######## design 1 ########
## config.mk

```make
export PLATFORM = sky130hd
export DESIGN_NAME = ad_frame_sequencer
export DESIGN_NICKNAME = d
export VERILOG_FILES = /design/src/rtl/ad_frame_sequencer.sv
export SDC_FILE = /design/constraint.sdc
export NUM_CORES = 1
export LEC_CHECK = 0
export CORE_ASPECT_RATIO = 0.9
export CORE_MARGIN = 2
export CORE_UTILIZATION = 56
export CTS_CLUSTER_SIZE = 28
export DETAILED_ROUTE_END_ITERATION = 10
export GPL_TIMING_DRIVEN = 1
export PLACE_DENSITY = 0.85
export SLEW_MARGIN = 10
export SYNTH_ARGS = -nofsm -noshare
export SYNTH_HDL_FRONTEND = slang
export SYNTH_SLANG_ARGS = --single-unit
```

## constraint.sdc

```tcl
create_clock -name i_mclk -period 1.8 [get_ports i_mclk]
set_input_delay 0.36 -clock i_mclk [delete_from_list [all_inputs] [get_ports i_mclk]]
set_output_delay 0.36 -clock i_mclk [all_outputs]
set_load 0.02 [all_outputs]
```

## src/rtl/ad_frame_sequencer.sv

```systemverilog
// AD1868 serial bus sequencer and lock controller, clocked by the I2S master clock.
// Synchronizes the AD bus, deserializes 16-bit stereo words, checks frame length at
// every latch boundary and only releases samples after a run of well-formed frames.
// Optional feature macro: AD_SOFT_MUTE_EN (ramped attenuation after lock).

module ad_frame_sequencer #(
  parameter int unsigned P_BITS_PER_FRAME = 32,
  parameter int unsigned P_LOCK_FRAMES    = 4,
  parameter int unsigned P_TIMEOUT        = 64
) (
  input  logic        i_mclk,
  input  logic        i_rst_x,
  input  logic        i_ad_clk,
  input  logic        i_ad_latch,
  input  logic        i_ad_data_l,
  input  logic        i_ad_data_r,
  output logic [15:0] o_data_l,
  output logic [15:0] o_data_r,
  output logic        o_valid,
  output logic        o_locked,
  output logic        o_mute
);

  localparam int unsigned WdW = $clog2(P_TIMEOUT + 1);

  typedef enum logic [1:0] {StIdle, StAcquire, StLocked} state_e;

  // Bit order in the sync vectors: {clk, latch, data_l, data_r}
  logic [3:0]     sync1_q, sync1_d, sync2_q, sync2_d;
  logic           clk_sync3_q, clk_sync3_d;

  logic           ad_edge, latch_s, data_l_s, data_r_s, boundary, frame_ok, wd_expire;

  logic           latch_prev_q, latch_prev_d;
  logic [15:0]    sh_l_q, sh_l_d, sh_r_q, sh_r_d;
  logic [5:0]     bit_cnt_q, bit_cnt_d;
  logic [WdW-1:0] wd_q, wd_d;

  state_e         state_q, state_d;
  logic [3:0]     good_q, good_d;

  logic [15:0]    data_l_q, data_l_d, data_r_q, data_r_d;
  logic           valid_q, valid_d;
  logic           leaving_lock;

`ifdef AD_SOFT_MUTE_EN
  logic [3:0]     shift_q, shift_d;
`endif

  // Two-flop synchronizer on all AD inputs, plus a third flop on the clock for edge detect
  always_comb begin
    sync1_d     = {i_ad_clk, i_ad_latch, i_ad_data_l, i_ad_data_r};
    sync2_d     = sync1_q;
    clk_sync3_d = sync2_q[3];
  end

  // Synchronizer registers
  always_ff @(posedge i_mclk or negedge i_rst_x) begin
    if (!i_rst_x) begin
      sync1_q     <= '0;
      sync2_q     <= '0;
      clk_sync3_q <= 1'b0;
    end else begin
      sync1_q     <= sync1_d;
      sync2_q     <= sync2_d;
      clk_sync3_q <= clk_sync3_d;
    end
  end

  assign ad_edge  = sync2_q[3] & ~clk_sync3_q;
  assign latch_s  = sync2_q[2];
  assign data_l_s = sync2_q[1];
  assign data_r_s = sync2_q[0];
  assign boundary = ad_edge & latch_s & ~latch_prev_q;
  assign frame_ok = (bit_cnt_q == 6'(P_BITS_PER_FRAME));
  // An AD edge in the expiry cycle wins over the watchdog
  assign wd_expire = ~ad_edge & (wd_q >= WdW'(P_TIMEOUT - 1));

  // Deserializer, frame bit counter and watchdog next-state
  always_comb begin
    latch_prev_d = latch_prev_q;
    sh_l_d       = sh_l_q;
    sh_r_d       = sh_r_q;
    bit_cnt_d    = bit_cnt_q;
    wd_d         = wd_q;
    if (ad_edge) begin
      latch_prev_d = latch_s;
      sh_l_d       = {sh_l_q[14:0], data_l_s};
      sh_r_d       = {sh_r_q[14:0], data_r_s};
      wd_d         = '0;
      if (boundary) begin
        bit_cnt_d = 6'd1;
      end else if (bit_cnt_q != 6'd63) begin
        bit_cnt_d = bit_cnt_q + 6'd1;
      end
    end else if (wd_q != WdW'(P_TIMEOUT)) begin
      wd_d = wd_q + WdW'(1);
    end
  end

  // Datapath registers
  always_ff @(posedge i_mclk or negedge i_rst_x) begin
    if (!i_rst_x) begin
      latch_prev_q <= 1'b0;
      sh_l_q       <= '0;
      sh_r_q       <= '0;
      bit_cnt_q    <= '0;
      wd_q         <= '0;
    end else begin
      latch_prev_q <= latch_prev_d;
      sh_l_q       <= sh_l_d;
      sh_r_q       <= sh_r_d;
      bit_cnt_q    <= bit_cnt_d;
      wd_q         <= wd_d;
    end
  end

  // FSM state register
  always_ff @(posedge i_mclk or negedge i_rst_x) begin
    if (!i_rst_x) begin
      state_q <= StIdle;
      good_q  <= '0;
    end else begin
      state_q <= state_d;
      good_q  <= good_d;
    end
  end

  // FSM next-state: the first boundary after IDLE only starts counting
  always_comb begin
    state_d = state_q;
    good_d  = good_q;
    if (wd_expire) begin
      state_d = StIdle;
      good_d  = '0;
    end else if (boundary) begin
      unique case (state_q)
        StIdle: begin
          state_d = StAcquire;
          good_d  = '0;
        end
        StAcquire: begin
          if (!frame_ok) begin
            good_d = '0;
          end else if (good_q + 4'd1 >= 4'(P_LOCK_FRAMES)) begin
            state_d = StLocked;
            good_d  = '0;
          end else begin
            good_d = good_q + 4'd1;
          end
        end
        StLocked: begin
          if (!frame_ok) begin
            state_d = StAcquire;
            good_d  = '0;
          end
        end
        default: begin
          state_d = StIdle;
          good_d  = '0;
        end
      endcase
    end
  end

  assign leaving_lock = (state_q == StLocked) && (state_d != StLocked);

  // FSM outputs: sample words, strobe and attenuation at boundaries
  always_comb begin
    data_l_d = data_l_q;
    data_r_d = data_r_q;
    valid_d  = 1'b0;
`ifdef AD_SOFT_MUTE_EN
    shift_d  = shift_q;
`endif
    if (leaving_lock) begin
      // Silence immediately, no strobe
      data_l_d = '0;
      data_r_d = '0;
`ifdef AD_SOFT_MUTE_EN
      shift_d  = 4'd15;
`endif
    end else if (boundary && (state_q != StIdle)) begin
      valid_d = 1'b1;
      if (state_d == StLocked) begin
`ifdef AD_SOFT_MUTE_EN
        if (state_q != StLocked) begin
          shift_d = 4'd15;
        end else if (shift_q != 4'd0) begin
          shift_d = shift_q - 4'd1;
        end
        data_l_d = 16'($signed(sh_l_q) >>> shift_d);
        data_r_d = 16'($signed(sh_r_q) >>> shift_d);
`else
        data_l_d = sh_l_q;
        data_r_d = sh_r_q;
`endif
      end else begin
        data_l_d = '0;
        data_r_d = '0;
      end
    end
  end

  // Output registers
  always_ff @(posedge i_mclk or negedge i_rst_x) begin
    if (!i_rst_x) begin
      data_l_q <= '0;
      data_r_q <= '0;
      valid_q  <= 1'b0;
`ifdef AD_SOFT_MUTE_EN
      shift_q  <= 4'd15;
`endif
    end else begin
      data_l_q <= data_l_d;
      data_r_q <= data_r_d;
      valid_q  <= valid_d;
`ifdef AD_SOFT_MUTE_EN
      shift_q  <= shift_d;
`endif
    end
  end

  assign o_data_l = data_l_q;
  assign o_data_r = data_r_q;
  assign o_valid  = valid_q;
  assign o_locked = (state_q == StLocked);
`ifdef AD_SOFT_MUTE_EN
  assign o_mute   = (state_q != StLocked) || (shift_q != 4'd0);
`else
  assign o_mute   = ~o_locked;
`endif

endmodule

```

Figure 1. PDN straps and rails (design 1).
Drawn at 4 px/um. Pins as bars on the die edge.
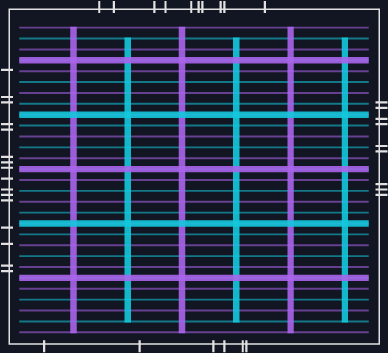
[cyan] VDD
[purple] VSS
rows: 28
met1 rails: 29

Figure 2. Selected gate families (design 1).
Drawn at 3 px/um.
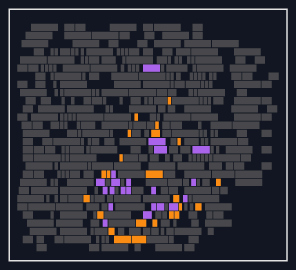
[orange] nor cells | cells: 23
[purple] aoi and oai cells | cells: 21 | where: bottom center

==> reports/results.txt <==
outcome: complete, no violations
CP max stage delay: 0.64 ns
largest family of logic cells by area: simple AND/OR/NAND/NOR gates
Adder Area Share: 1.60%
H-tree depth: 3
ys flops: 94
GPL Wtd Cong: 0.801
Bufs and invs on worst path: 1
clk slew on worst S/H paths: 0.09 ns
Core Rows: 28
worst r2r dst: good_q[2]$_DFFE_PN0P_
period utilization: 98.2%
Worst Setup Slack, final: 0.0316 ns
Tot Pwr: 4.30 mW
Cell Area, Synth: 3910 um2
Comb. pwr: 0.498 mW
post-synth top area cell: dfrtp_1
Req. time, crit path: 1.44 ns
yosys xor share: 1.34%
area by class of cell:
cell class / count / area share [%]
repair buffers: 58 / 12.8
multi-input cells: 225 / 30.2
clock inverters: 6 / 0.989
well taps: 90 / 2.41
clock buffers: 10 / 2.73
flip-flops and latches: 94 / 50.2
inverters: 8 / 0.641
registers in the layout, summed over array words and instances (netlist names):
| signal | cells |
|---|---|
| latch_prev_q | 1 |
| sync2_q | 4 |
| o_valid | 1 |
| sh_r_q | 16 |
| o_data_r | 16 |
| state_q | 2 |
| o_data_l | 16 |
| sh_l_q | 16 |
| good_q | 4 |
| clk_sync3_q | 1 |
| wd_q | 7 |
| sync1_q | 4 |
| bit_cnt_q | 6 |
routing by layer:
| metal | vias up | routed length, um |
|---|---|---|
| li1 | 1304 | - |
| met1 | 1402 | 3400 |
| met2 | 100 | 3950 |
| met3 | 15 | 481 |
| met4 | 0 | 161 |
| met5 | - | 0 |
timing repair:
action,CTS,global route
resized,2,5
hold buffers,1,0
pin swaps,18,3
buffers inserted,0,2
hold endpoints to repair,23,0
gates cloned,0,1
setup endpoints to repair,34,33

######## design 2 ########
Figure 3. Metal layers overlaid (design 2).
Drawn at 4 px/um.
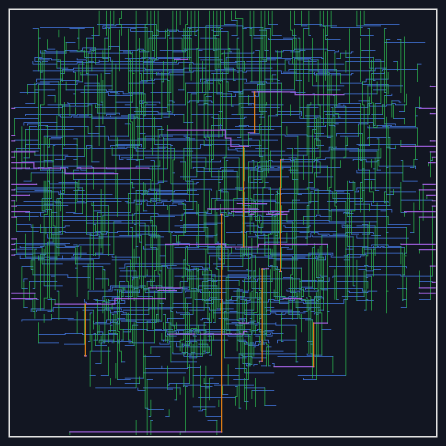
Figure 4. Clock nets (design 2).
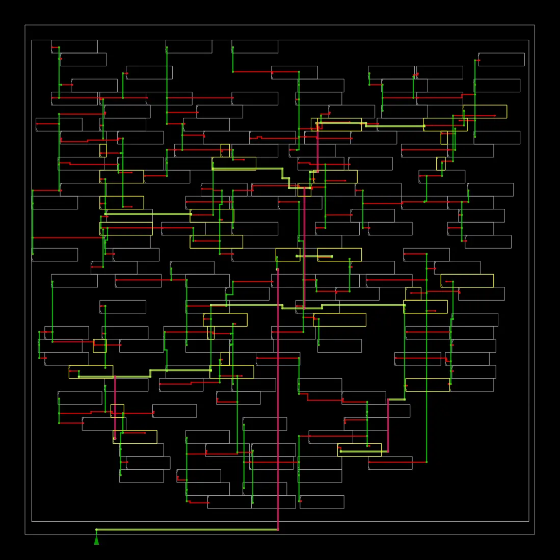
Figure 5. Routed clock nets over the placement (design 2).
Drawn at 2 px/um.
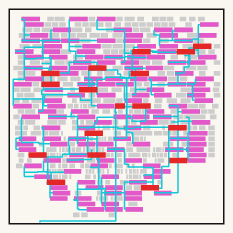
File: config.mk
export PLATFORM = sky130hd
export DESIGN_NAME = yl3_rx_flat
export DESIGN_NICKNAME = d
export VERILOG_FILES = /design/src/rtl/yl3_pkg.sv /design/src/rtl/yl3_if.sv /design/src/rtl/yl3_pin_sync.sv /design/src/rtl/yl3_rx.sv /design/src/flat_wrapper.sv
export SDC_FILE = /design/constraint.sdc
export NUM_CORES = 1
export LEC_CHECK = 0
export CAP_MARGIN = 20
export CORE_MARGIN = 1
export CORE_UTILIZATION = 54
export CTS_CLUSTER_DIAMETER = 100
export DETAILED_ROUTE_END_ITERATION = 6
export GPL_ROUTABILITY_DRIVEN = 0
export MAX_ROUTING_LAYER = met4
export PLACE_DENSITY = 0.82
export SLEW_MARGIN = 20
export SYNTH_ARGS = -nofsm -noshare
export SYNTH_HDL_FRONTEND = slang
export SYNTH_HIERARCHICAL = 1
export SYNTH_SLANG_ARGS = --single-unit
File: constraint.sdc
create_clock -name clk -period 5.9 [get_ports clk]
set_input_delay 1.18 -clock clk [delete_from_list [all_inputs] [get_ports clk]]
set_output_delay 1.18 -clock clk [all_outputs]
set_load 0.01 [all_outputs]
File: src/rtl/yl3_pkg.sv
// Shared constants and types for the YL-3 serial display snooper.
package yl3_pkg;

    localparam int unsigned WORD_BITS = 16;
    localparam int unsigned DIGITS    = 8;
    localparam int unsigned CNT_W     = 5;
    localparam int unsigned FRAME_W   = DIGITS * 8;

    localparam logic [7:0] BLANK_DEF = 8'hFF;

    typedef enum logic [1:0] {
        IDLE    = 2'd0,
        SHIFT   = 2'd1,
        OVERRUN = 2'd2
    } state_t;

endpackage

File: src/rtl/yl3_if.sv
// Pin-level and decoded-result bundle between a YL-3 driver side and the receiver.
interface yl3_if;
    import yl3_pkg::*;

    logic               sck;
    logic               dio;
    logic               rck;
    logic [FRAME_W-1:0] frame;
    logic [7:0]         last_seg;
    logic [7:0]         last_sel;
    logic               word_valid;
    logic               frame_valid;
    logic               err;

    modport master (
        output sck, dio, rck,
        input  frame, last_seg, last_sel, word_valid, frame_valid, err
    );

    modport slave (
        input  sck, dio, rck,
        output frame, last_seg, last_sel, word_valid, frame_valid, err
    );

endinterface

File: src/rtl/yl3_pin_sync.sv
// Synchroniser, history flop and registered rising-edge detect for one pin.
// level_o is the history flop so data sampled with it lines up with rise_o.
module yl3_pin_sync #(
    parameter int unsigned SYNC_STAGES = 2
) (
    input  logic clk,
    input  logic rst,
    input  logic pin_i,
    output logic level_o,
    output logic rise_o
);

    logic [SYNC_STAGES-1:0] sync_q;
    logic                   hist_q;
    logic                   rise_q;

    // Synchroniser chain, history flop and edge register.
    always_ff @(posedge clk or posedge rst) begin
        if (rst) begin
            sync_q <= '0;
            hist_q <= 1'b0;
            rise_q <= 1'b0;
        end else begin
            sync_q <= {sync_q[SYNC_STAGES-2:0], pin_i};
            hist_q <= sync_q[SYNC_STAGES-1];
            rise_q <= sync_q[SYNC_STAGES-1] & ~hist_q;
        end
    end

    assign level_o = hist_q;
    assign rise_o  = rise_q;

endmodule

File: src/rtl/yl3_rx.sv
// Snoops SCK/DIO/RCK of a YL-3 driver and rebuilds latched words and the 8-digit frame.
module yl3_rx
    import yl3_pkg::*;
#(
    parameter int unsigned SYNC_STAGES = 2,
    parameter int unsigned TIMEOUT_CYC = 4096,
    parameter logic [7:0]  BLANK       = BLANK_DEF
) (
    input  logic  clk,
    input  logic  rst,
    yl3_if.slave  pins
);

    localparam int unsigned TMO_W = $clog2(TIMEOUT_CYC + 1);

    logic sck_rise, rck_rise, dio_lvl;
    logic sck_lvl, rck_lvl, dio_rise;
    logic unused_sync;

    state_t               state_q, state_d;
    logic [WORD_BITS-1:0] shreg_q, shreg_d;
    logic [CNT_W-1:0]     cnt_q, cnt_d;
    logic [TMO_W-1:0]     tmo_q, tmo_d;
    logic [FRAME_W-1:0]   frame_q, frame_d;
    logic [7:0]           last_seg_q, last_seg_d;
    logic [7:0]           last_sel_q, last_sel_d;
    logic [DIGITS-1:0]    seen_q, seen_d;
    logic                 word_valid_q, word_valid_d;
    logic                 frame_valid_q, frame_valid_d;
    logic                 err_q, err_d;

    logic [WORD_BITS-1:0] sh;
    logic [CNT_W-1:0]     cnt_sh;
    logic [DIGITS-1:0]    seen_n;

    yl3_pin_sync #(.SYNC_STAGES(SYNC_STAGES)) u_sck (
        .clk(clk), .rst(rst), .pin_i(pins.sck), .level_o(sck_lvl), .rise_o(sck_rise)
    );
    yl3_pin_sync #(.SYNC_STAGES(SYNC_STAGES)) u_dio (
        .clk(clk), .rst(rst), .pin_i(pins.dio), .level_o(dio_lvl), .rise_o(dio_rise)
    );
    yl3_pin_sync #(.SYNC_STAGES(SYNC_STAGES)) u_rck (
        .clk(clk), .rst(rst), .pin_i(pins.rck), .level_o(rck_lvl), .rise_o(rck_rise)
    );

    assign unused_sync = ^{sck_lvl, rck_lvl, dio_rise};

    // State and datapath registers.
    always_ff @(posedge clk or posedge rst) begin
        if (rst) begin
            state_q       <= IDLE;
            shreg_q       <= '0;
            cnt_q         <= '0;
            tmo_q         <= '0;
            frame_q       <= {DIGITS{BLANK}};
            last_seg_q    <= BLANK;
            last_sel_q    <= '0;
            seen_q        <= '0;
            word_valid_q  <= 1'b0;
            frame_valid_q <= 1'b0;
            err_q         <= 1'b0;
        end else begin
            state_q       <= state_d;
            shreg_q       <= shreg_d;
            cnt_q         <= cnt_d;
            tmo_q         <= tmo_d;
            frame_q       <= frame_d;
            last_seg_q    <= last_seg_d;
            last_sel_q    <= last_sel_d;
            seen_q        <= seen_d;
            word_valid_q  <= word_valid_d;
            frame_valid_q <= frame_valid_d;
            err_q         <= err_d;
        end
    end

    // Next state: shift first, then latch evaluation or timeout.
    always_comb begin
        state_d       = state_q;
        shreg_d       = shreg_q;
        cnt_d         = cnt_q;
        tmo_d         = tmo_q;
        frame_d       = frame_q;
        last_seg_d    = last_seg_q;
        last_sel_d    = last_sel_q;
        seen_d        = seen_q;
        word_valid_d  = 1'b0;
        frame_valid_d = 1'b0;
        err_d         = 1'b0;
        seen_n        = seen_q;
        sh            = shreg_q;
        cnt_sh        = cnt_q;

        if (sck_rise) begin
            sh     = {shreg_q[WORD_BITS-2:0], dio_lvl};
            cnt_sh = (cnt_q == '1) ? cnt_q : cnt_q + 1'b1;
        end
        shreg_d = sh;
        cnt_d   = cnt_sh;

        if (rck_rise) begin
            state_d = IDLE;
            tmo_d   = '0;
            cnt_d   = '0;
            if (cnt_sh == CNT_W'(WORD_BITS)) begin
                word_valid_d = 1'b1;
                last_seg_d   = sh[WORD_BITS-1 -: 8];
                last_sel_d   = sh[7:0];
                for (int i = 0; i < int'(DIGITS); i++) begin
                    if (sh[i]) frame_d[(int'(DIGITS) - 1 - i) * 8 +: 8] = sh[WORD_BITS-1 -: 8];
                end
                seen_n = seen_q | sh[7:0];
                if (seen_n == '1) begin
                    frame_valid_d = 1'b1;
                    seen_d        = '0;
                end else begin
                    seen_d = seen_n;
                end
            end else begin
                err_d = 1'b1;
            end
        end else begin
            case (state_q)
                IDLE: begin
                    tmo_d = '0;
                    if (sck_rise) state_d = SHIFT;
                end
                SHIFT, OVERRUN: begin
                    if (sck_rise) begin
                        tmo_d = '0;
                        if (cnt_sh > CNT_W'(WORD_BITS)) state_d = OVERRUN;
                    end else if (tmo_q == TMO_W'(TIMEOUT_CYC - 1)) begin
                        err_d   = 1'b1;
                        cnt_d   = '0;
                        tmo_d   = '0;
                        state_d = IDLE;
                    end else begin
                        tmo_d = tmo_q + 1'b1;
                    end
                end
                default: state_d = IDLE;
            endcase
        end
    end

    assign pins.frame       = frame_q;
    assign pins.last_seg    = last_seg_q;
    assign pins.last_sel    = last_sel_q;
    assign pins.word_valid  = word_valid_q;
    assign pins.frame_valid = frame_valid_q;
    assign pins.err         = err_q;

endmodule

File: src/flat_wrapper.sv
// flat-port wrapper written by rule: the top's interface ports become plain ports
module yl3_rx_flat import yl3_pkg::*;
#(
    parameter int unsigned SYNC_STAGES = 2,
    parameter int unsigned TIMEOUT_CYC = 4096,
    parameter logic [7:0]  BLANK       = BLANK_DEF
)
  (clk, rst, pins_sck, pins_dio, pins_rck, pins_frame, pins_last_seg, pins_last_sel, pins_word_valid, pins_frame_valid, pins_err);
  yl3_if pins_i ();
  input  logic clk;
  input  logic rst;
  input wire logic [$bits(pins_i.sck)-1:0] pins_sck;
  input wire logic [$bits(pins_i.dio)-1:0] pins_dio;
  input wire logic [$bits(pins_i.rck)-1:0] pins_rck;
  output wire logic [$bits(pins_i.frame)-1:0] pins_frame;
  output wire logic [$bits(pins_i.last_seg)-1:0] pins_last_seg;
  output wire logic [$bits(pins_i.last_sel)-1:0] pins_last_sel;
  output wire logic [$bits(pins_i.word_valid)-1:0] pins_word_valid;
  output wire logic [$bits(pins_i.frame_valid)-1:0] pins_frame_valid;
  output wire logic [$bits(pins_i.err)-1:0] pins_err;
  assign pins_i.sck = pins_sck;
  assign pins_i.dio = pins_dio;
  assign pins_i.rck = pins_rck;
  assign pins_frame = pins_i.frame;
  assign pins_last_seg = pins_i.last_seg;
  assign pins_last_sel = pins_i.last_sel;
  assign pins_word_valid = pins_i.word_valid;
  assign pins_frame_valid = pins_i.frame_valid;
  assign pins_err = pins_i.err;
  yl3_rx #(.SYNC_STAGES(SYNC_STAGES), .TIMEOUT_CYC(TIMEOUT_CYC), .BLANK(BLANK)) u_core (.clk(clk), .rst(rst), .pins(pins_i));
endmodule
==> reports/results.txt <==
outcome: complete, no violations
Final Hold Fails: 0
drt pass-1 iters: 4
CP max FO: 28
worst hold path class: reg2reg
Inst Count DP: 587
WL final: 11,900 um
filler instances: 688
tally of OpenROAD warnings: 27
Top Layout Cells: 87 x clkdlybuf4s50_1, 72 x dfstp_2, 66 x dfrtp_1, 64 x mux2_4, 17 x mux2_2
fmax: 335 MHz
CTS Hold Buffers Added: 0
I/O Pins: 88
vias in the first global route: 3,681
worst vdd ir: 0.000250 V
## Picture notes: Figure 3
[purple] metal 3 | wire length: 414 um
[green] metal 2 | wire length: 5,980 um
[blue] metal 1 | wire length: 5,350 um
[orange] metal 4 | wire length: 165 um

## Picture notes: Figure 4
sequential cells: 138
Setup Skew: 0.00678 ns
TritonCTS buffer count: 17
clk_buf instances: 18
Worst-Skew Late Latency: 0.52 ns

## Picture notes: Figure 5
[magenta] flip-flops | count: 138
[red] clock drivers | count: 17
[cyan] clock wires | length: 1,620 um
flops lie: spread over the die

## report_power, final
part,leakage [nW],switching [mW],internal [mW]
registers,1.61,0.0447,1.01
logic,1.25,0.193,0.0969
clock network,0.283,0.389,0.680
## final cells by class
cell class	instances	area share (%)
inverter	10	0.646
tap	136	2.31
clock buffer	18	5.68
multi-input combinational	215	28.9
clock inverter	14	2.41
timing repair buffer	88	11.9
sequential	138	48.1
## worst paths after layout
kind                                                  start                                   to  slack (ns)  cells after the start
max                           u_core/u_sck/rise_o$_DFF_PP0_    u_core/pins.frame[59]$_DFFE_PP1P_        2.91                      7
min                        u_core/u_sck/sync_q[0]$_DFF_PP0_     u_core/u_sck/sync_q[1]$_DFF_PP0_        0.35                      0
max reg2reg                   u_core/u_sck/rise_o$_DFF_PP0_    u_core/pins.frame[59]$_DFFE_PP1P_        2.91                      7
min reg2reg                u_core/u_sck/sync_q[0]$_DFF_PP0_     u_core/u_sck/sync_q[1]$_DFF_PP0_        0.35                      0
max in group asynchronous                               rst  u_core/pins.last_seg[3]$_DFFE_PP1P_        3.61                      3
min in group asynchronous                               rst     u_core/u_dio/sync_q[1]$_DFF_PP0_        0.99                      2

######## design 3 ########
File: config.mk
export PLATFORM = sky130hd
export DESIGN_NAME = hazard_ctrl
export DESIGN_NICKNAME = d
export VERILOG_FILES = /design/src/rtl/core_pkg.sv /design/src/rtl/hazard_ctrl_fwd_sel.sv /design/src/rtl/hazard_ctrl.sv
export SDC_FILE = /design/constraint.sdc
export NUM_CORES = 1
export LEC_CHECK = 0
export CAP_MARGIN = 0
export CORE_UTILIZATION = 41
export CTS_CLUSTER_SIZE = 12
export DETAILED_ROUTE_END_ITERATION = 10
export MAX_ROUTING_LAYER = met4
export PLACE_DENSITY = 0.64
export SLEW_MARGIN = 20
export SYNTH_ARGS = -nofsm -noshare
export SYNTH_HDL_FRONTEND = slang
export SYNTH_HIERARCHICAL = 1
export SYNTH_SLANG_ARGS = --single-unit
File: constraint.sdc
create_clock -name clk -period 4.95 [get_ports clk]
set_input_delay 0.99 -clock clk [delete_from_list [all_inputs] [get_ports clk]]
set_output_delay 0.99 -clock clk [all_outputs]
set_load 0.03 [all_outputs]
File: src/rtl/core_pkg.sv
// Shared definitions for the five-stage core: forward select codes, the
// pipeline slot record used by hazard tracking, and the GPR specifier width.
package core_pkg;

  localparam int REG_W = 3;

  typedef logic [2:0] fwd_t;

  localparam fwd_t FWD_RF       = 3'b000;
  localparam fwd_t FWD_MEMWB    = 3'b001;
  localparam fwd_t FWD_EXMEM    = 3'b010;
  localparam fwd_t FWD_EXMEM_PC = 3'b011;
  localparam fwd_t FWD_MEMWB_PC = 3'b100;

  typedef struct packed {
    logic             valid;
    logic             wr_en;
    logic [REG_W-1:0] wr_reg;
    logic             is_load;
    logic             is_link;
  } slot_t;

  localparam slot_t SLOT_EMPTY = '0;

  // True when the slot holds a live GPR write that a used source depends on.
  function automatic logic slotWrites(input slot_t s, input logic [REG_W-1:0] src,
                                      input logic used);
    return used && s.valid && s.wr_en && (s.wr_reg == src);
  endfunction

endpackage

File: src/rtl/hazard_ctrl_fwd_sel.sv
// Per-operand forward select: compares one source specifier against the EX
// and MEM slots, the newer EX producer winning.
module fwd_sel
  import core_pkg::*;
(
  input  logic [REG_W-1:0] src_i,
  input  logic             used_i,
  input  slot_t            exSlot_i,
  input  slot_t            memSlot_i,
  output fwd_t             fwd_o
);

  always_comb begin
    fwd_o = FWD_RF;
    if (slotWrites(exSlot_i, src_i, used_i)) begin
      fwd_o = exSlot_i.is_link ? FWD_EXMEM_PC : FWD_EXMEM;
    end else if (slotWrites(memSlot_i, src_i, used_i)) begin
      fwd_o = memSlot_i.is_link ? FWD_MEMWB_PC : FWD_MEMWB;
    end
  end

endmodule

File: src/rtl/hazard_ctrl.sv
// Hazard controller: tracks EX/MEM destination state, registers operand
// forward selects, raises load-use stalls and redirect bubbles, counts both.
module hazard_ctrl #(
  parameter int REG_W = core_pkg::REG_W,
  parameter int CNT_W = 16
) (
  input  logic             clk,
  input  logic             rst_n,
  input  logic             id_valid,
  input  logic [REG_W-1:0] id_rs,
  input  logic [REG_W-1:0] id_rt,
  input  logic             id_rs_used,
  input  logic             id_rt_used,
  input  logic             id_wr_en,
  input  logic [REG_W-1:0] id_wr_reg,
  input  logic             id_is_load,
  input  logic             id_is_link,
  input  logic             ex_redirect,
  input  logic             mem_stall,
  input  logic             cnt_clr,
  output logic [2:0]       forwardA,
  output logic [2:0]       forwardB,
  output logic             stall_pc,
  output logic             ifid_flush,
  output logic             idex_bubble,
  output logic [CNT_W-1:0] stall_cnt,
  output logic [CNT_W-1:0] flush_cnt
);

  import core_pkg::*;

  localparam logic [CNT_W-1:0] CNT_MAX = '1;

  slot_t            exSlot_q, exSlot_d;
  slot_t            memSlot_q, memSlot_d;
  fwd_t             fwdA_q, fwdA_d;
  fwd_t             fwdB_q, fwdB_d;
  logic [CNT_W-1:0] stallCnt_q, stallCnt_d;
  logic [CNT_W-1:0] flushCnt_q, flushCnt_d;

  fwd_t fwdRs, fwdRt;
  logic loadUse, advance, redirect, bubble, stallBubble;

  fwd_sel uFwdRs (
    .src_i     (id_rs),
    .used_i    (id_rs_used),
    .exSlot_i  (exSlot_q),
    .memSlot_i (memSlot_q),
    .fwd_o     (fwdRs)
  );

  fwd_sel uFwdRt (
    .src_i     (id_rt),
    .used_i    (id_rt_used),
    .exSlot_i  (exSlot_q),
    .memSlot_i (memSlot_q),
    .fwd_o     (fwdRt)
  );

  // A redirect squashes the dependent instruction, so it swallows load-use.
  always_comb begin
    loadUse     = id_valid && exSlot_q.is_load &&
                  (slotWrites(exSlot_q, id_rs, id_rs_used) ||
                   slotWrites(exSlot_q, id_rt, id_rt_used));
    advance     = !mem_stall;
    redirect    = advance && ex_redirect;
    stallBubble = advance && loadUse && !redirect;
    bubble      = redirect || stallBubble;
  end

  assign stall_pc    = rst_n && (mem_stall || stallBubble);
  assign ifid_flush  = rst_n && redirect;
  assign idex_bubble = rst_n && bubble;

  always_comb begin
    exSlot_d   = exSlot_q;
    memSlot_d  = memSlot_q;
    fwdA_d     = fwdA_q;
    fwdB_d     = fwdB_q;
    stallCnt_d = stallCnt_q;
    flushCnt_d = flushCnt_q;

    if (advance) begin
      memSlot_d = exSlot_q;
      if (bubble) begin
        exSlot_d = SLOT_EMPTY;
        fwdA_d   = FWD_RF;
        fwdB_d   = FWD_RF;
      end else begin
        exSlot_d.valid   = id_valid;
        exSlot_d.wr_en   = id_wr_en;
        exSlot_d.wr_reg  = id_wr_reg;
        exSlot_d.is_load = id_is_load;
        exSlot_d.is_link = id_is_link;
        fwdA_d           = fwdRs;
        fwdB_d           = fwdRt;
      end
    end

    if (cnt_clr) begin
      stallCnt_d = '0;
      flushCnt_d = '0;
    end else begin
      if (stallBubble && (stallCnt_q != CNT_MAX)) stallCnt_d = stallCnt_q + 1'b1;
      if (redirect && (flushCnt_q != CNT_MAX))    flushCnt_d = flushCnt_q + 1'b1;
    end
  end

  always_ff @(posedge clk or negedge rst_n) begin
    if (!rst_n) begin
      exSlot_q   <= SLOT_EMPTY;
      memSlot_q  <= SLOT_EMPTY;
      fwdA_q     <= FWD_RF;
      fwdB_q     <= FWD_RF;
      stallCnt_q <= '0;
      flushCnt_q <= '0;
    end else begin
      exSlot_q   <= exSlot_d;
      memSlot_q  <= memSlot_d;
      fwdA_q     <= fwdA_d;
      fwdB_q     <= fwdB_d;
      stallCnt_q <= stallCnt_d;
      flushCnt_q <= flushCnt_d;
    end
  end

  assign forwardA  = fwdA_q;
  assign forwardB  = fwdB_q;
  assign stall_cnt = stallCnt_q;
  assign flush_cnt = flushCnt_q;

endmodule

Figure 6. PDN straps and rails (design 3).
Drawn at 4 px/um. Pins as bars on the die edge.
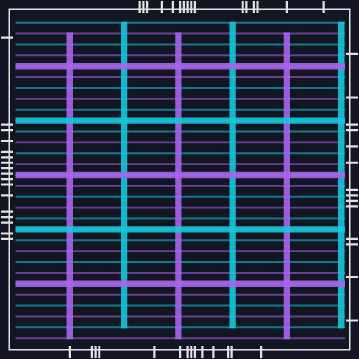
[cyan] VDD
[purple] VSS
met1 rails: 30
signal pins: 61
rows: 29

Figure 7. Routed clock nets over the placement (design 3).
Drawn at 3 px/um.
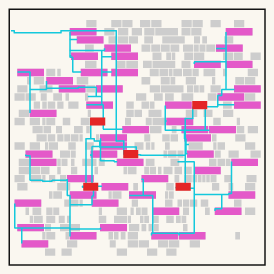
[cyan] clock wires | length: 634 um
[red] clock drivers | count: 5
[magenta] flip-flops | count: 51
routed clock nets: 6
flops lie: spread over the die

==> reports/results.txt <==
post-DP HPWL: 4580 um
Lkg Pwr: 1.44 nW
TritonCTS buffer count: 5
seq pwr: 0.443 mW
Final clock-cell share: 2.65%
clk_buf instances: 7
pre-CTS WS: 0.553 ns
Core Rows: 29
DRC Markers: 3
failing checks: design-rule violations
CP max FO: 15
buffering overhead: 17.6%
bufs w/o clock: 65
Slew HR: 51.5%
Tot Pwr: 0.787 mW
period utilization: 88.8%
worst vdd ir: 0.0000944 V
drt pass-1 iters: 7
power consumed by the clock network: 0.249 mW
Reg-to-Reg Start: exSlot_q[4]$_DFFE_PN0N_
Iter 0 DRT Violations: 108
# Taps: 77
crit path kind: in2out
CTS Hold Buffers Added: 0
I/O Pins: 61
placed inst area: 3490 um2
outcome: finished with violations
Initial Utilization: 43.2%
-- through the flow --
| stage | cells | util (%) |
|---|---|---|
| 6_report | 411 | 55.2 |
| 5_1_grt | 411 | 55.2 |
| 4_1_cts | 411 | 55.2 |
| 3_5_place_dp | 403 | 53.8 |
| 3_3_place_gp | 403 | 53.8 |
| 2_1_floorplan | 271 | - |
-- flip-flops by register name (all words and copies together), names as in the netlist --
signal     cells
stall_cnt     16
forwardA       3
forwardB       3
flush_cnt     16
exSlot_q       7
memSlot_q      6
-- metal layers --
layer	global-route usage, %	wire [um]
met1	28.3	3020
met2	29.1	2890
met3	3.15	257
met4	6.01	75
met5	-	0
-- worst max path at each step --
stage	from	endpoint	slack (ns)	depth (start not counted)
2_1_floorplan	id_rs[2]	stall_pc	1.40	5
3_3_place_gp	id_rs[2]	stall_pc	0.62	6
6_report	id_rs[2]	stall_pc	0.55	6
4_1_cts	id_rs[2]	stall_pc	0.55	6
3_5_place_dp	id_rs[2]	stall_pc	0.55	6
5_1_grt	id_rs[2]	stall_pc	0.42	6

######## design 4 ########
Figure 8. Selected gate families (design 4).
Drawn at 3 px/um.
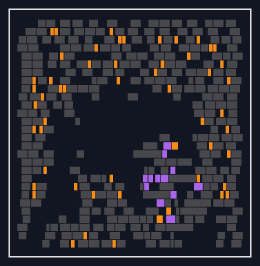
Figure 9. Metal layers overlaid (design 4).
Drawn at 6 px/um.
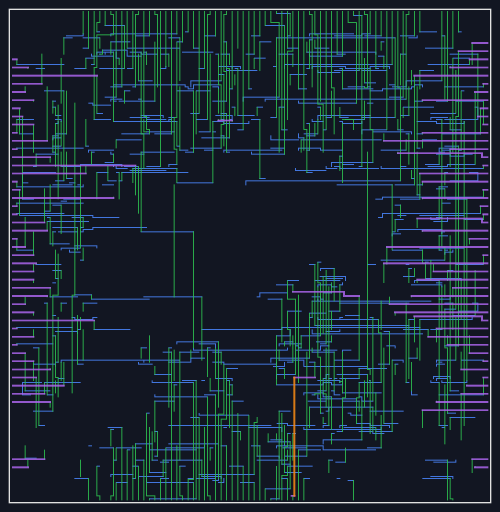
==> src/rtl/hyperbus_arbiter.sv <==
// Two-port HyperBus arbiter: alternating grant, one-cycle turnaround, per-port response routing.
// Optional BUSY timeout with per-port release mask: define HYPERBUS_ARB_TIMEOUT_EN.
module hyperbus_arbiter #(
  parameter int HBUS_ADDR_WIDTH = 32,
  parameter int HBUS_DATA_WIDTH = 16,
  parameter int TIMEOUT_CYCLES  = 1024
) (
  input  logic                         hbus_clk,
  input  logic                         hbus_rst,
  input  logic [1:0]                   req_rrq,
  input  logic [1:0]                   req_wrq,
  input  logic [2*HBUS_ADDR_WIDTH-1:0] req_adr,
  input  logic [2*HBUS_DATA_WIDTH-1:0] req_dat,
  input  logic [2*(HBUS_DATA_WIDTH/8)-1:0] req_mask,
  output logic [1:0]                   req_ready,
  output logic [1:0]                   req_valid,
  output logic [HBUS_DATA_WIDTH-1:0]   rd_dat,
  output logic [1:0]                   grant,
  output logic [1:0]                   err_timeout,
  output logic [HBUS_ADDR_WIDTH-1:0]   hbus_adr_o,
  output logic [HBUS_DATA_WIDTH-1:0]   hbus_dat_o,
  output logic [HBUS_DATA_WIDTH/8-1:0] hbus_mask_o,
  output logic                         hbus_rrq,
  output logic                         hbus_wrq,
  input  logic [HBUS_DATA_WIDTH-1:0]   hbus_dat_i,
  input  logic                         hbus_ready,
  input  logic                         hbus_valid
);

  // state | meaning
  // IDLE  | no owner, arbitrate among eligible requesters
  // BUSY  | granted port drives the downstream bus
  // TURN  | one-cycle bus turnaround after release or timeout
  localparam int AW = HBUS_ADDR_WIDTH;
  localparam int DW = HBUS_DATA_WIDTH;
  localparam int MW = HBUS_DATA_WIDTH / 8;

  localparam logic [1:0] ST_IDLE = 2'd0;
  localparam logic [1:0] ST_BUSY = 2'd1;
  localparam logic [1:0] ST_TURN = 2'd2;

  logic [1:0] state;
  logic [1:0] grant_q;
  logic       op_rd;
  logic       last;

  logic       busy;
  logic       g;
  logic [1:0] req_any;
  logic [1:0] req_elig;
  logic       win;
  logic       op_held;
  logic       timeout_hit;

  assign busy    = (state == ST_BUSY);
  assign g       = grant_q[1];
  assign req_any = req_rrq | req_wrq;
  assign op_held = op_rd ? req_rrq[g] : req_wrq[g];
  // Prefer the port that did not own the bus last time.
  assign win     = req_elig[~last] ? ~last : last;

`ifdef HYPERBUS_ARB_TIMEOUT_EN
  localparam int CW = $clog2(TIMEOUT_CYCLES) + 1;
  localparam logic [CW-1:0] TO_LAST = CW'(TIMEOUT_CYCLES - 1);

  logic [CW-1:0] to_cnt;
  logic [1:0]    rel_mask;

  assign req_elig    = req_any & ~rel_mask;
  assign timeout_hit = busy && op_held && (to_cnt == TO_LAST);
  assign err_timeout = timeout_hit ? grant_q : 2'b00;

  // A timed-out port stays masked until it has dropped both request bits.
  always_ff @(posedge hbus_clk or posedge hbus_rst) begin
    if (hbus_rst) begin
      to_cnt   <= '0;
      rel_mask <= 2'b00;
    end else begin
      if (busy) to_cnt <= to_cnt + 1'b1;
      else      to_cnt <= '0;
      rel_mask <= (rel_mask & req_any) | (timeout_hit ? grant_q : 2'b00);
    end
  end
`else
  assign req_elig    = req_any;
  assign timeout_hit = 1'b0;
  assign err_timeout = 2'b00;
`endif

  always_ff @(posedge hbus_clk or posedge hbus_rst) begin
    if (hbus_rst) begin
      state   <= ST_IDLE;
      grant_q <= 2'b00;
      op_rd   <= 1'b0;
      last    <= 1'b1;
    end else begin
      case (state)
        ST_IDLE: begin
          grant_q <= 2'b00;
          if (|req_elig) begin
            grant_q <= win ? 2'b10 : 2'b01;
            op_rd   <= req_rrq[win];
            state   <= ST_BUSY;
          end
        end
        ST_BUSY: begin
          if (!op_held || timeout_hit) begin
            state   <= ST_TURN;
            grant_q <= 2'b00;
            last    <= g;
          end
        end
        ST_TURN: begin
          grant_q <= 2'b00;
          state   <= ST_IDLE;
        end
        default: begin
          grant_q <= 2'b00;
          state   <= ST_IDLE;
        end
      endcase
    end
  end

  assign grant  = grant_q;
  assign rd_dat = hbus_dat_i;

  always_comb begin
    hbus_adr_o  = '0;
    hbus_dat_o  = '0;
    hbus_mask_o = '0;
    hbus_rrq    = 1'b0;
    hbus_wrq    = 1'b0;
    req_ready   = 2'b00;
    req_valid   = 2'b00;
    if (busy) begin
      hbus_adr_o  = g ? req_adr[2*AW-1:AW]   : req_adr[AW-1:0];
      hbus_dat_o  = g ? req_dat[2*DW-1:DW]   : req_dat[DW-1:0];
      hbus_mask_o = g ? req_mask[2*MW-1:MW]  : req_mask[MW-1:0];
      hbus_rrq    = op_rd  && req_rrq[g];
      hbus_wrq    = !op_rd && req_wrq[g];
      req_ready   = grant_q & {2{hbus_ready}};
      req_valid   = grant_q & {2{hbus_valid}};
    end
  end

endmodule

==> config.mk <==
export PLATFORM = sky130hd
export DESIGN_NAME = hyperbus_arbiter
export DESIGN_NICKNAME = d
export VERILOG_FILES = /design/src/rtl/hyperbus_arbiter.sv
export SDC_FILE = /design/constraint.sdc
export NUM_CORES = 1
export LEC_CHECK = 0
export CORE_AREA = 2 2 78 80
export DETAILED_ROUTE_END_ITERATION = 10
export DIE_AREA = 0 0 80 82
export GPL_TIMING_DRIVEN = 0
export PLACE_DENSITY = 0.81
export SLEW_MARGIN = 20
export SYNTH_ARGS = -nofsm -noshare
export SYNTH_HDL_FRONTEND = slang
export SYNTH_SLANG_ARGS = --single-unit
==> constraint.sdc <==
create_clock -name hbus_clk -period 2.35 [get_ports hbus_clk]
set_input_delay 0.3525 -clock hbus_clk [delete_from_list [all_inputs] [get_ports hbus_clk]]
set_output_delay 0.3525 -clock hbus_clk [all_outputs]
set_load 0.03 [all_outputs]
==> reports/results.txt <==
global-route track usage on met1: 14.7%
Biggest consumer: combinational logic
Comb/total area: 29.1%
# Cells Yosys: 174
worst vdd ir: 0.000483 V
ys flops: 6
combinational power share: 86.9%
die y size: 82 um
Cell Area, Synth: 1290 um2
Slew Limit Fails: 0
Non-Filler Instances: 434
clk_buf instances: 4
Inst Count DP: 431
post-DP HPWL: 5010 um
Synth warnings: 0
# Max-Cap Violations: 0
die area: 6560 um2
tally of OpenROAD warnings: 26
hold slack: 0.344 ns
Worst-Skew Late Latency: 0.23 ns
# Taps: 75
synth unique cells: 28
Psw: 1.64 mW
fin crit period: 2.25 ns
FF+latch area: 151 um2
outcome: complete, no violations
routed wire length on met2: 3200 um
## Picture notes: Figure 8
[purple] aoi and oai cells | cells: 12
[orange] nor cells | cells: 54 | where: spread over the die

## Picture notes: Figure 9
[orange] metal 4 | wire length: 19.7 um
[purple] metal 3 | wire length: 567 um
[blue] metal 1 | wire length: 2,010 um
[green] metal 2 | wire length: 3,200 um

[cells in the mapped netlist]
cell and count:
nor2_1 51, o22ai_1 1, and3b_2 1, nor4_1 1, and3_1 4, or2b_1 1
clkbuf_1 1, mux2_2 2, dfstp_2 1, dfrtp_1 5, o21ai_0 3, mux2i_1 52
nand2b_1 2, or3b_1 1, nand2_1 2, buf_2 6, o2bb2ai_1 1, a2bb2oi_1 1
a21oi_1 3, and2_1 1, nor3_1 1, or3_1 1, nor2b_1 1, o31ai_1 3
and3b_1 1, inv_1 3, buf_4 23, conb_1 1
[critical path: stages, from the launching register on]
cell and delay (ns):
dfrtp_1 0.35, buf_4 0.21, clkbuf_4 0.26, and3_1 0.17
clkdlybuf4s50_1 0.68
[state kept, by name, indices dropped and copies added, names as in the netlist]
register / cells
grant: 2
state: 2
last: 1
op_rd: 1
[what timing repair did]
action | in CTS | in global routing
cloned | 0 | 0
setup endpoints to repair | 50 | 2
resized | 50 | 2
[logic make-up after synthesis]
| kind of cell | Yosys count |
|---|---|
| multiplexers | 54 |
| other | 1 |
| flip-flops | 6 |
| AND-OR/OR-AND | 12 |
| buffers and inverters | 33 |
| AND/OR/NAND/NOR | 68 |

######## design 5 ########
`config.mk`:
```
export PLATFORM = sky130hd
export DESIGN_NAME = uart_rx_timing
export DESIGN_NICKNAME = d
export VERILOG_FILES = /design/src/rtl/uart_rx_timing.sv
export SDC_FILE = /design/constraint.sdc
export NUM_CORES = 1
export LEC_CHECK = 0
export CAP_MARGIN = 20
export CORE_MARGIN = 4
export CORE_UTILIZATION = 40
export CTS_BUF_LIST = sky130_fd_sc_hd__clkbuf_4
export DETAILED_ROUTE_END_ITERATION = 10
export PLACE_DENSITY_LB_ADDON = 0.08
export SYNTH_ARGS = -nofsm -noshare
export SYNTH_HDL_FRONTEND = slang
export SYNTH_SLANG_ARGS = --single-unit
```
`constraint.sdc`:
```
create_clock -name clk_i -period 2.1 [get_ports clk_i]
set_input_delay 0.63 -clock clk_i [delete_from_list [all_inputs] [get_ports clk_i]]
set_output_delay 0.63 -clock clk_i [all_outputs]
set_load 0.01 [all_outputs]
```
`src/rtl/uart_rx_timing.sv`:
```
// uart_rx_timing
//   Receive-side timing engine for the UART receiver. Synchronises the raw
//   serial line, validates the start bit and emits one mid-bit sample strobe
//   per frame bit. Each strobe carries a majority-voted bit value. It also
//   flags false starts, parity errors and framing errors.
//
// Ports
//   clk_i           system clock, all logic on the rising edge
//   reset_ni        synchronous, active-low reset
//   rxd_i           asynchronous serial line, idle high
//   enable_i        1 = receiver armed, 0 = hold / abort the current frame
//   bclk_o          one-cycle pulse: mid-bit sample valid
//   sbit_o          voted bit value, valid with bclk_o, held until the next strobe
//   bitidx_o        frame bit index (0 start, 1..DATA_BITS data, parity, stop)
//   busy_o          frame in progress
//   break_o         one-cycle pulse at the end of the last stop bit
//   false_start_o   one-cycle pulse: start bit rejected
//   par_err_o       one-cycle pulse with the parity bit's strobe on mismatch
//   frame_err_o     one-cycle pulse with a stop bit's strobe when it samples 0
module uart_rx_timing #(
  parameter int SCYCLE    = 50_000_000,
  parameter int BAUDRATE  = 9600,
  parameter int DATA_BITS = 8,
  parameter int PARITY    = 0,
  parameter int STOP_BITS = 1
) (
  input  logic       clk_i,
  input  logic       reset_ni,
  input  logic       rxd_i,
  input  logic       enable_i,
  output logic       bclk_o,
  output logic       sbit_o,
  output logic [3:0] bitidx_o,
  output logic       busy_o,
  output logic       break_o,
  output logic       false_start_o,
  output logic       par_err_o,
  output logic       frame_err_o
);

  localparam int BDR   = SCYCLE / BAUDRATE;
  localparam int MID   = BDR / 2 - 1;
  localparam int PBIT  = (PARITY != 0) ? 1 : 0;
  localparam int NBITS = 1 + DATA_BITS + PBIT + STOP_BITS;
  localparam int CW    = $clog2(BDR);

  localparam logic [CW-1:0] MID_C     = CW'(MID);
  localparam logic [CW-1:0] MIDM1_C   = CW'(MID - 1);
  localparam logic [CW-1:0] MIDM2_C   = CW'(MID - 2);
  localparam logic [CW-1:0] LAST_C    = CW'(BDR - 1);
  localparam logic [3:0]    LASTDAT_C = 4'(DATA_BITS);
  localparam logic [3:0]    PARIDX_C  = 4'(DATA_BITS + 1);
  localparam logic [3:0]    STOPIDX_C = 4'(1 + DATA_BITS + PBIT);
  localparam logic [3:0]    LASTIDX_C = 4'(NBITS - 1);

  // Three samples straddling mid-bit need at least 8 clocks per bit.
  if (BDR < 8) begin : g_bad_bdr
    $error("uart_rx_timing: SCYCLE/BAUDRATE must be at least 8");
  end
  if (DATA_BITS < 5 || DATA_BITS > 9 || PARITY < 0 || PARITY > 2 ||
      STOP_BITS < 1 || STOP_BITS > 2) begin : g_bad_frame
    $error("uart_rx_timing: unsupported frame format");
  end

  typedef enum logic [1:0] {IDLE, START, BITS} state_e;

  state_e        state_q, state_d;
  logic [CW-1:0] bcnt_q, bcnt_d;
  logic [3:0]    bitidx_q, bitidx_d;
  logic          sync1_q, sync2_q;
  logic [1:0]    samp_q, samp_d;
  logic          par_q, par_d;
  logic          sbit_q, sbit_d;
  logic          bclk_q, bclk_d;
  logic          busy_q, busy_d;
  logic          brk_q, brk_d;
  logic          fs_q, fs_d;
  logic          perr_q, perr_d;
  logic          ferr_q, ferr_d;
  logic          rx_s;
  logic          vote;

  assign rx_s = sync2_q;

  // The third sample is the live synchronised line at BCNT = MID.
  // The earlier two come from the shift register.
  assign vote = (samp_q[1] & samp_q[0]) | (samp_q[1] & rx_s) | (samp_q[0] & rx_s);

  always_ff @(posedge clk_i) begin
    if (!reset_ni) begin
      state_q  <= IDLE;
      bcnt_q   <= '0;
      bitidx_q <= '0;
      sync1_q  <= 1'b1;
      sync2_q  <= 1'b1;
      samp_q   <= 2'b11;
      par_q    <= 1'b0;
      sbit_q   <= 1'b1;
      bclk_q   <= 1'b0;
      busy_q   <= 1'b0;
      brk_q    <= 1'b0;
      fs_q     <= 1'b0;
      perr_q   <= 1'b0;
      ferr_q   <= 1'b0;
    end else begin
      state_q  <= state_d;
      bcnt_q   <= bcnt_d;
      bitidx_q <= bitidx_d;
      sync1_q  <= rxd_i;
      sync2_q  <= sync1_q;
      samp_q   <= samp_d;
      par_q    <= par_d;
      sbit_q   <= sbit_d;
      bclk_q   <= bclk_d;
      busy_q   <= busy_d;
      brk_q    <= brk_d;
      fs_q     <= fs_d;
      perr_q   <= perr_d;
      ferr_q   <= ferr_d;
    end
  end

  always_comb begin
    state_d  = state_q;
    bcnt_d   = bcnt_q;
    bitidx_d = bitidx_q;
    samp_d   = samp_q;
    par_d    = par_q;
    sbit_d   = sbit_q;
    busy_d   = busy_q;
    bclk_d   = 1'b0;
    brk_d    = 1'b0;
    fs_d     = 1'b0;
    perr_d   = 1'b0;
    ferr_d   = 1'b0;

    if (state_q != IDLE &&
        (bcnt_q == MIDM2_C || bcnt_q == MIDM1_C || bcnt_q == MID_C)) begin
      samp_d = {samp_q[0], rx_s};
    end

    case (state_q)
      IDLE: begin
        bcnt_d   = '0;
        bitidx_d = '0;
        busy_d   = 1'b0;
        if (enable_i && !rx_s) begin
          state_d = START;
          busy_d  = 1'b1;
          par_d   = 1'b0;
        end
      end
      START: begin
        bcnt_d = bcnt_q + CW'(1);
        if (bcnt_q == MID_C) begin
          if (vote) begin
            fs_d    = 1'b1;
            state_d = IDLE;
            busy_d  = 1'b0;
            bcnt_d  = '0;
          end else begin
            bclk_d = 1'b1;
            sbit_d = 1'b0;
          end
        end else if (bcnt_q == LAST_C) begin
          bcnt_d   = '0;
          bitidx_d = 4'd1;
          state_d  = BITS;
        end
      end
      BITS: begin
        bcnt_d = bcnt_q + CW'(1);
        if (bcnt_q == MID_C) begin
          bclk_d = 1'b1;
          sbit_d = vote;
          if (bitidx_q <= LASTDAT_C) begin
            par_d = par_q ^ vote;
          end
          // Odd parity wants an odd count of ones over data + parity.
          if (PARITY != 0 && bitidx_q == PARIDX_C) begin
            perr_d = (PARITY == 1) ? ~(par_q ^ vote) : (par_q ^ vote);
          end
          if (bitidx_q >= STOPIDX_C && !vote) begin
            ferr_d = 1'b1;
          end
        end
        if (bcnt_q == LAST_C) begin
          bcnt_d = '0;
          if (bitidx_q == LASTIDX_C) begin
            brk_d    = 1'b1;
            state_d  = IDLE;
            busy_d   = 1'b0;
            bitidx_d = '0;
          end else begin
            bitidx_d = bitidx_q + 4'd1;
          end
        end
      end
      default: state_d = IDLE;
    endcase

    // Dropping enable mid-frame discards the frame silently.
    if (state_q != IDLE && !enable_i) begin
      state_d  = IDLE;
      bcnt_d   = '0;
      bitidx_d = '0;
      sbit_d   = 1'b1;
      busy_d   = 1'b0;
      bclk_d   = 1'b0;
      brk_d    = 1'b0;
      fs_d     = 1'b0;
      perr_d   = 1'b0;
      ferr_d   = 1'b0;
    end
  end

  assign bclk_o        = bclk_q;
  assign sbit_o        = sbit_q;
  assign bitidx_o      = bitidx_q;
  assign busy_o        = busy_q;
  assign break_o       = brk_q;
  assign false_start_o = fs_q;
  assign par_err_o     = perr_q;
  assign frame_err_o   = ferr_q;

endmodule

```
Figure 10. PDN straps and rails (design 5).
Drawn at 4 px/um. Pins as bars on the die edge.
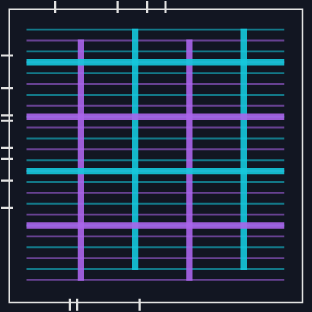
[cyan] VDD
[purple] VSS
met4 straps: 4
rows: 23

==> reports/results.txt <==
outcome: finished with violations
failing checks: negative setup slack
Inst Count DP: 276
HP Start: sync1_q$_SDFF_PN1_
# Max-Cap Violations: 0
top cells, area: dfxtp_1 34%, nand2_1 6.0%, ha_1 5.2%
Top class by area: combinational gates
CP arrival: 2.44 ns
Final Setup Violations: 12
bufs w/o clock: 40
Worst Setup Slack, final: -0.0946 ns
CP max stage delay: 0.39 ns
CP top delay family: simple AND/OR/NAND/NOR gates
Core Rows: 23
Basic Gates by Area: 31.0%
Figure 11. Selected gate families (design 5).
Drawn at 4 px/um.
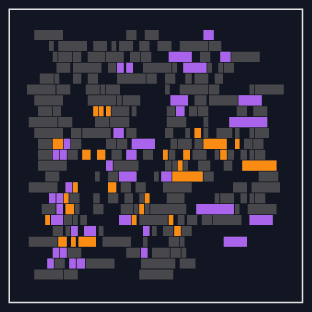
[purple] aoi and oai cells | cells: 37
[orange] nor cells | cells: 28

-- synthesized netlist by cell type (4+ instances only) --
master    count
nor3_1        4
mux2i_1       4
o311ai_2      5
nand3_1      17
a21oi_1       9
inv_1         7
ha_1          7
o21ai_0       8
nor2_1       14
nand2_1      27
dfxtp_1      29
-- state kept, by name (all words and copies together), names as in the netlist, 2 cells and up --
register and count:
bcnt_q 13, bitidx_o 4, samp_q 2, state_q 2
-- cell usage in the layout (no fill, tap or decap), drive strengths merged, types with 2 or more instances in the layout --
cell type / count
buf: 27
nor3: 4
nor2b: 3
nand3b: 2
clkdlybuf4s50: 13
or3: 3
nand2b: 5
a21oi: 10
nand3: 17
and2: 2
dfxtp: 29
a22oi: 2
nand2: 27
ha: 7
or2: 3
o311ai: 8
nor4: 4
and3: 3
o211ai: 2
inv: 7
a31oi: 2
nor2: 14
or3b: 2
o21ai: 8
o31ai: 2
clkbuf: 5
mux2i: 4
or4b: 2
clkinv: 3
-- where the power goes --
part	internal, mW	leakage [nW]	switching (mW)
clock	0.121	0.0300	0.203
combinational	0.185	0.531	0.249
sequential	0.566	0.236	0.0190
total	0.871	0.797	0.471


==> gallery <==
Routed clock nets over the placement.
(a)
Drawn at 3 px/um.
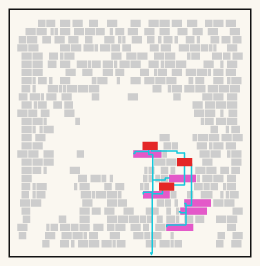
(b)
Drawn at 4 px/um.
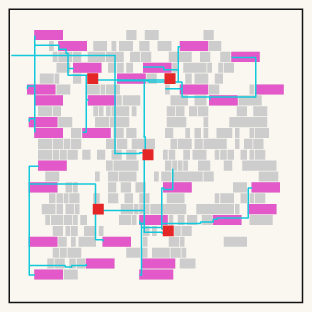
(c)
Drawn at 3 px/um.
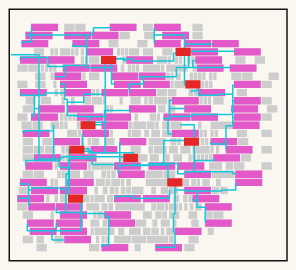
Of these, largest die: (c)
Of these, fewest sequential cells: (a)
design 5 -> (b)
design 4 -> (a)
design 1 -> (c)

Key to (c):
[cyan] clock wires | length: 989 um
[red] clock drivers | count: 9
[magenta] flip-flops | count: 94
routed clock nets: 10
flops lie: spread over the die

Power and IR drop assume default switching activity.
